# ---- clock_timebase_flat ----
**src/rtl/clock_timebase_if.sv**
```systemverilog
// Display/control bundle for clock_timebase: mode and set pulses in,
// registered BCD time digits, seconds tick and colon enable out.
interface clock_timebase_if;
   logic       set_mode;
   logic       inc_hour;
   logic       inc_min;
   logic [3:0] hour_tens;
   logic [3:0] hour_ones;
   logic [3:0] min_tens;
   logic [3:0] min_ones;
   logic [3:0] sec_tens;
   logic [3:0] sec_ones;
   logic       tick_1hz;
   logic       colon;

   // Controls are level (set_mode) or single-cycle pulses (inc_*), sampled
   // on the rising clock edge; there is no back-pressure in either direction.
   modport master (
      output set_mode, inc_hour, inc_min,
      input  hour_tens, hour_ones, min_tens, min_ones,
      input  sec_tens, sec_ones, tick_1hz, colon
   );

   modport slave (
      input  set_mode, inc_hour, inc_min,
      output hour_tens, hour_ones, min_tens, min_ones,
      output sec_tens, sec_ones, tick_1hz, colon
   );
endinterface

```
**src/rtl/clock_timebase.sv**
```systemverilog
// 24-hour BCD time-of-day counter with a 1 Hz prescaler, a time-set mode
// and a blinking colon enable.
module clock_timebase #(
   parameter int CLK_HZ = 50000000
) (
   input  logic              clk,
   input  logic              rst_n,
   clock_timebase_if.slave   bus
);

   localparam int W = $clog2(CLK_HZ);
   localparam logic [W-1:0] TERM = W'(CLK_HZ - 1);
   localparam logic [W-1:0] HALF = W'(CLK_HZ / 2);

   logic [W-1:0] cnt_q, cnt_d;
   logic [3:0]   ht_q, ho_q, mt_q, mo_q, st_q, so_q;
   logic [3:0]   ht_d, ho_d, mt_d, mo_d, st_d, so_d;
   logic         tick_q, tick_d;
   logic         colon_q, colon_d;
   logic         tick;

   function automatic logic [7:0] inc60(input logic [3:0] t, input logic [3:0] o);
      if (o != 4'd9)      return {t, o + 4'd1};
      else if (t != 4'd5) return {t + 4'd1, 4'd0};
      else                return 8'h00;
   endfunction

   function automatic logic [7:0] inc24(input logic [3:0] t, input logic [3:0] o);
      if (t == 4'd2 && o == 4'd3) return 8'h00;
      else if (o == 4'd9)         return {t + 4'd1, 4'd0};
      else                        return {t, o + 4'd1};
   endfunction

   assign tick = !bus.set_mode && (cnt_q == TERM);

   always_comb begin
      cnt_d   = cnt_q;
      ht_d    = ht_q;
      ho_d    = ho_q;
      mt_d    = mt_q;
      mo_d    = mo_q;
      st_d    = st_q;
      so_d    = so_q;
      tick_d  = 1'b0;
      colon_d = colon_q;
      if (bus.set_mode) begin
         // Set mode wins over a coincident tick; minutes never carry here.
         cnt_d   = '0;
         st_d    = 4'd0;
         so_d    = 4'd0;
         colon_d = 1'b1;
         if (bus.inc_min)  {mt_d, mo_d} = inc60(mt_q, mo_q);
         if (bus.inc_hour) {ht_d, ho_d} = inc24(ht_q, ho_q);
      end else begin
         cnt_d   = tick ? '0 : cnt_q + 1'b1;
         colon_d = (cnt_q < HALF);
         tick_d  = tick;
         if (tick) begin
            {st_d, so_d} = inc60(st_q, so_q);
            if (st_q == 4'd5 && so_q == 4'd9) begin
               {mt_d, mo_d} = inc60(mt_q, mo_q);
               if (mt_q == 4'd5 && mo_q == 4'd9) {ht_d, ho_d} = inc24(ht_q, ho_q);
            end
         end
      end
   end

   always_ff @(posedge clk or negedge rst_n) begin
      if (!rst_n) begin
         cnt_q   <= '0;
         ht_q    <= 4'd0;
         ho_q    <= 4'd0;
         mt_q    <= 4'd0;
         mo_q    <= 4'd0;
         st_q    <= 4'd0;
         so_q    <= 4'd0;
         tick_q  <= 1'b0;
         colon_q <= 1'b0;
      end else begin
         cnt_q   <= cnt_d;
         ht_q    <= ht_d;
         ho_q    <= ho_d;
         mt_q    <= mt_d;
         mo_q    <= mo_d;
         st_q    <= st_d;
         so_q    <= so_d;
         tick_q  <= tick_d;
         colon_q <= colon_d;
      end
   end

   assign bus.hour_tens = ht_q;
   assign bus.hour_ones = ho_q;
   assign bus.min_tens  = mt_q;
   assign bus.min_ones  = mo_q;
   assign bus.sec_tens  = st_q;
   assign bus.sec_ones  = so_q;
   assign bus.tick_1hz  = tick_q;
   assign bus.colon     = colon_q;

endmodule

```
**src/flat_wrapper.sv**
```systemverilog
// flat-port wrapper written by rule: the top's interface ports become plain ports
module clock_timebase_flat 
#(
   parameter int CLK_HZ = 50000000
)
  (clk, rst_n, bus_set_mode, bus_inc_hour, bus_inc_min, bus_hour_tens, bus_hour_ones, bus_min_tens, bus_min_ones, bus_sec_tens, bus_sec_ones, bus_tick_1hz, bus_colon);
  clock_timebase_if bus_i ();
  input  logic clk;
  input  logic rst_n;
  input wire logic [$bits(bus_i.set_mode)-1:0] bus_set_mode;
  input wire logic [$bits(bus_i.inc_hour)-1:0] bus_inc_hour;
  input wire logic [$bits(bus_i.inc_min)-1:0] bus_inc_min;
  output wire logic [$bits(bus_i.hour_tens)-1:0] bus_hour_tens;
  output wire logic [$bits(bus_i.hour_ones)-1:0] bus_hour_ones;
  output wire logic [$bits(bus_i.min_tens)-1:0] bus_min_tens;
  output wire logic [$bits(bus_i.min_ones)-1:0] bus_min_ones;
  output wire logic [$bits(bus_i.sec_tens)-1:0] bus_sec_tens;
  output wire logic [$bits(bus_i.sec_ones)-1:0] bus_sec_ones;
  output wire logic [$bits(bus_i.tick_1hz)-1:0] bus_tick_1hz;
  output wire logic [$bits(bus_i.colon)-1:0] bus_colon;
  assign bus_i.set_mode = bus_set_mode;
  assign bus_i.inc_hour = bus_inc_hour;
  assign bus_i.inc_min = bus_inc_min;
  assign bus_hour_tens = bus_i.hour_tens;
  assign bus_hour_ones = bus_i.hour_ones;
  assign bus_min_tens = bus_i.min_tens;
  assign bus_min_ones = bus_i.min_ones;
  assign bus_sec_tens = bus_i.sec_tens;
  assign bus_sec_ones = bus_i.sec_ones;
  assign bus_tick_1hz = bus_i.tick_1hz;
  assign bus_colon = bus_i.colon;
  clock_timebase #(.CLK_HZ(CLK_HZ)) u_core (.clk(clk), .rst_n(rst_n), .bus(bus_i));
endmodule
```
**config.mk**
```make
export PLATFORM = sky130hd
export DESIGN_NAME = clock_timebase_flat
export DESIGN_NICKNAME = d
export VERILOG_FILES = /design/src/rtl/clock_timebase_if.sv /design/src/rtl/clock_timebase.sv /design/src/flat_wrapper.sv
export SDC_FILE = /design/constraint.sdc
export NUM_CORES = 1
export LEC_CHECK = 0
export ABC_AREA = 1
export ABC_CLOCK_PERIOD_IN_PS = 4000
export CAP_MARGIN = 20
export CORE_ASPECT_RATIO = 1.4
export CORE_UTILIZATION = 50
export DETAILED_ROUTE_END_ITERATION = 10
export PLACE_DENSITY = 0.78
export SLEW_MARGIN = 20
export SYNTH_ARGS = -nofsm -noshare
export SYNTH_HDL_FRONTEND = slang
export SYNTH_SLANG_ARGS = --single-unit
export TNS_END_PERCENT = 20
```
**constraint.sdc**
```tcl
create_clock -name clk -period 4 [get_ports clk]
set_input_delay 0.8 -clock clk [delete_from_list [all_inputs] [get_ports clk]]
set_output_delay 0.8 -clock clk [all_outputs]
set_load 0.01 [all_outputs]
```
# ---- piso_reader ----
--- src/rtl/piso_reader.sv ---
// Parallel-in serial-out reader: captures a word (or all ones) on start and
// shifts it out one bit per cycle, then pulses done for one cycle.
module piso_reader #(
  parameter int WIDTH     = 8,
  parameter bit LSB_FIRST = 1'b1
) (
  input  logic             clk,
  input  logic             rst,
  input  logic [WIDTH-1:0] d,
  input  logic             set,
  input  logic             start,
  output logic             sout,
  output logic             busy,
  output logic             done
);

  localparam int CW = (WIDTH > 1) ? $clog2(WIDTH) : 1;
  localparam logic [CW-1:0] LAST = CW'(WIDTH - 1);

  typedef enum logic [1:0] {
    IDLE  = 2'd0,
    SHIFT = 2'd1,
    DONE  = 2'd2
  } state_t;

  state_t           state, state_next;
  logic [WIDTH-1:0] shreg, shreg_next;
  logic [CW-1:0]    cnt, cnt_next;

  always_ff @(posedge clk or posedge rst) begin
    if (rst) begin
      state <= IDLE;
      shreg <= '0;
      cnt   <= '0;
    end else begin
      state <= state_next;
      shreg <= shreg_next;
      cnt   <= cnt_next;
    end
  end

  // Outputs depend only on registered state, so nothing from d/set/start leaks through.
  always_comb begin
    state_next = state;
    shreg_next = shreg;
    cnt_next   = cnt;
    sout       = 1'b0;
    busy       = 1'b0;
    done       = 1'b0;
    case (state)
      IDLE: begin
        if (start) begin
          shreg_next = set ? '1 : d;
          cnt_next   = '0;
          state_next = SHIFT;
        end
      end
      SHIFT: begin
        busy = 1'b1;
        if (LSB_FIRST) begin
          sout       = shreg[0];
          shreg_next = {1'b0, shreg[WIDTH-1:1]};
        end else begin
          sout       = shreg[WIDTH-1];
          shreg_next = {shreg[WIDTH-2:0], 1'b0};
        end
        // Hold the counter on the last bit so it never wraps.
        if (cnt == LAST) begin
          state_next = DONE;
        end else begin
          cnt_next = cnt + 1'b1;
        end
      end
      DONE: begin
        done       = 1'b1;
        state_next = IDLE;
      end
      default: begin
        state_next = IDLE;
      end
    endcase
  end

endmodule

--- config.mk ---
export PLATFORM = sky130hd
export DESIGN_NAME = piso_reader
export DESIGN_NICKNAME = d
export VERILOG_FILES = /design/src/rtl/piso_reader.sv
export SDC_FILE = /design/constraint.sdc
export NUM_CORES = 1
export LEC_CHECK = 0
export ABC_AREA = 0
export CORE_ASPECT_RATIO = 1.5
export CORE_MARGIN = 10
export CORE_UTILIZATION = 30
export DETAILED_ROUTE_END_ITERATION = 7
export SLEW_MARGIN = 20
export SYNTH_ARGS = -nofsm -noshare
export SYNTH_HDL_FRONTEND = slang
export SYNTH_SLANG_ARGS = --single-unit
--- constraint.sdc ---
create_clock -name clk -period 3.5 [get_ports clk]
set_clock_uncertainty 0.05 [all_clocks]
set_input_delay 0.525 -clock clk [delete_from_list [all_inputs] [get_ports clk]]
set_output_delay 0.525 -clock clk [all_outputs]
set_load 0.01 [all_outputs]

==> gallery <==
Cells colored by class.
Drawn at 4 px/um. Fill, decap, tap and diode cells in gray.
(a)
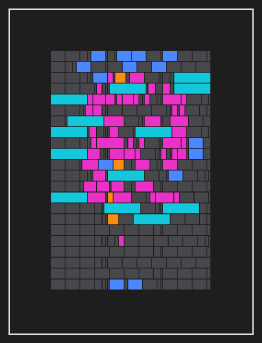
(b)
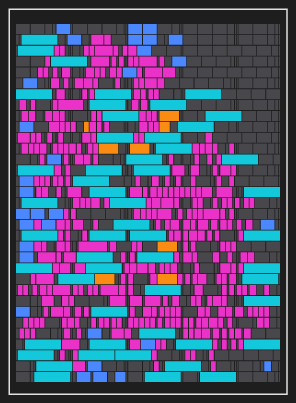
(b) is clock_timebase_flat.
(a) is piso_reader.
The one with the largest die is (b).
The one with the highest utilization is (b).

piso_reader, metal 2:
Drawn at 4 px/um.
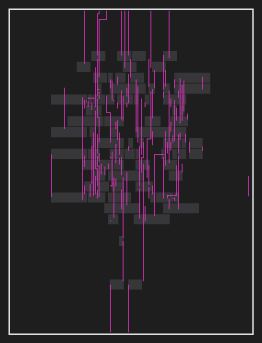
- longest straight run: 29.2 um
- share of all routed wire: 50%
routed via count: 532
met2 usage: 10.5%
final WL: 1510 um

==> run notes, piso_reader <==
yosys + openroad results -> heaviest power group=combinational logic, worst flop-to-flop path startpoint=cnt[0], Cell Type Count=22, met2 wire length=~760 um, comb area leader=simple AND/OR/NAND/NOR gates, status=finished clean, Yosys chip area=~740 um2, clock latency (worst-skew pair)=about 0.28 ns, fraction of area in multi-input gates=around two fifths, cts hold-fix bufs=0, Gate Area=between 300 and 400 um2, Core ar.=between 0.002 and 0.0025 mm2, Finished Layout Cells=between 100 and 150, Hold/Removal Path Class=register to register, Final Critical Period=around 2.3 ns
clock_timebase_flat, metal 2:
Drawn at 4 px/um.
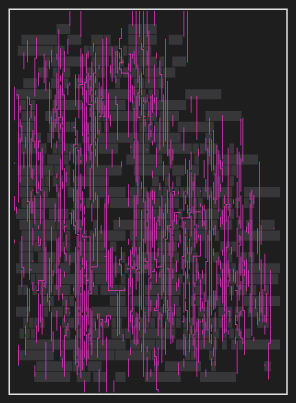
- wire length on this layer: 3710 um
- share of all routed wire: 53%
- main direction: vertical
- longest straight run: 36.7 um
- nets with wire on the layer: 393
routed via count: 2809
met2 usage: 42.9%
final WL: 7040 um

==> run notes, clock_timebase_flat <==
yosys + openroad results -> status=finished clean, htree depth=2, clk buf depth=2, CP top delay family=buffers and inverters, VDD IR max=approximately 0.22 mV, cts hold-fix bufs=0, Synth area leader=dfrtp_1, placed cells=~520, Top reg by flops=u_core.cnt_q, Worst EP arrival=2.82 ns, Sequential Power=0.000602 W, inverters=between 50 and 60, Die Wd=roughly 69 um, via/cell ratio=roughly 5.3, crit-path max FO=11, Post-synth top flop=dfrtp_1, Final Skew=roughly 0.014 ns, Final setup viols=0, power in combinational cells=roughly 0.00021 W, yosys aoi share=between 4 and 5%, synth cell count leaders=nand2_1 (117), nor2_1 (74), dfrtp_1 (52), busiest grt layer=met2, CTS Sinks=roughly 52, largest net degree at the start of global routing=34, YS warnings=0, Final Hold Fails=0, Gate Area=around 0.0016 mm2, Worst slew margin=~52%, Final Power=about 0.0011 W, Worst path slowest cell=clkdlybuf4s50_1, share of total power in the clock network=approximately 28%, post-CTS sizing=0, Reg2Reg Setup Slack=approximately 2.1 ns, Placed Area=around 0.0035 mm2, drt wl/cell=13.2 um, met3 wire len=about 130 um


==> notes/layouts.md <==
Pictures saved along the way, in no particular order.

Pin placement.
Drawn at 3 px/um. Pins as bars across the die edge, other pins in gray.
shot_01.png
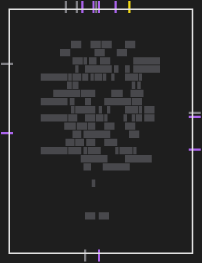
shot_02.png
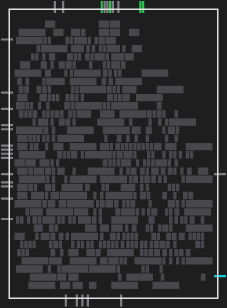
shot_01.png: piso_reader
shot_02.png: clock_timebase_flat
Of these, most pins: shot_02.png

No activity file was given, so power comes from the tool's default toggle rates.
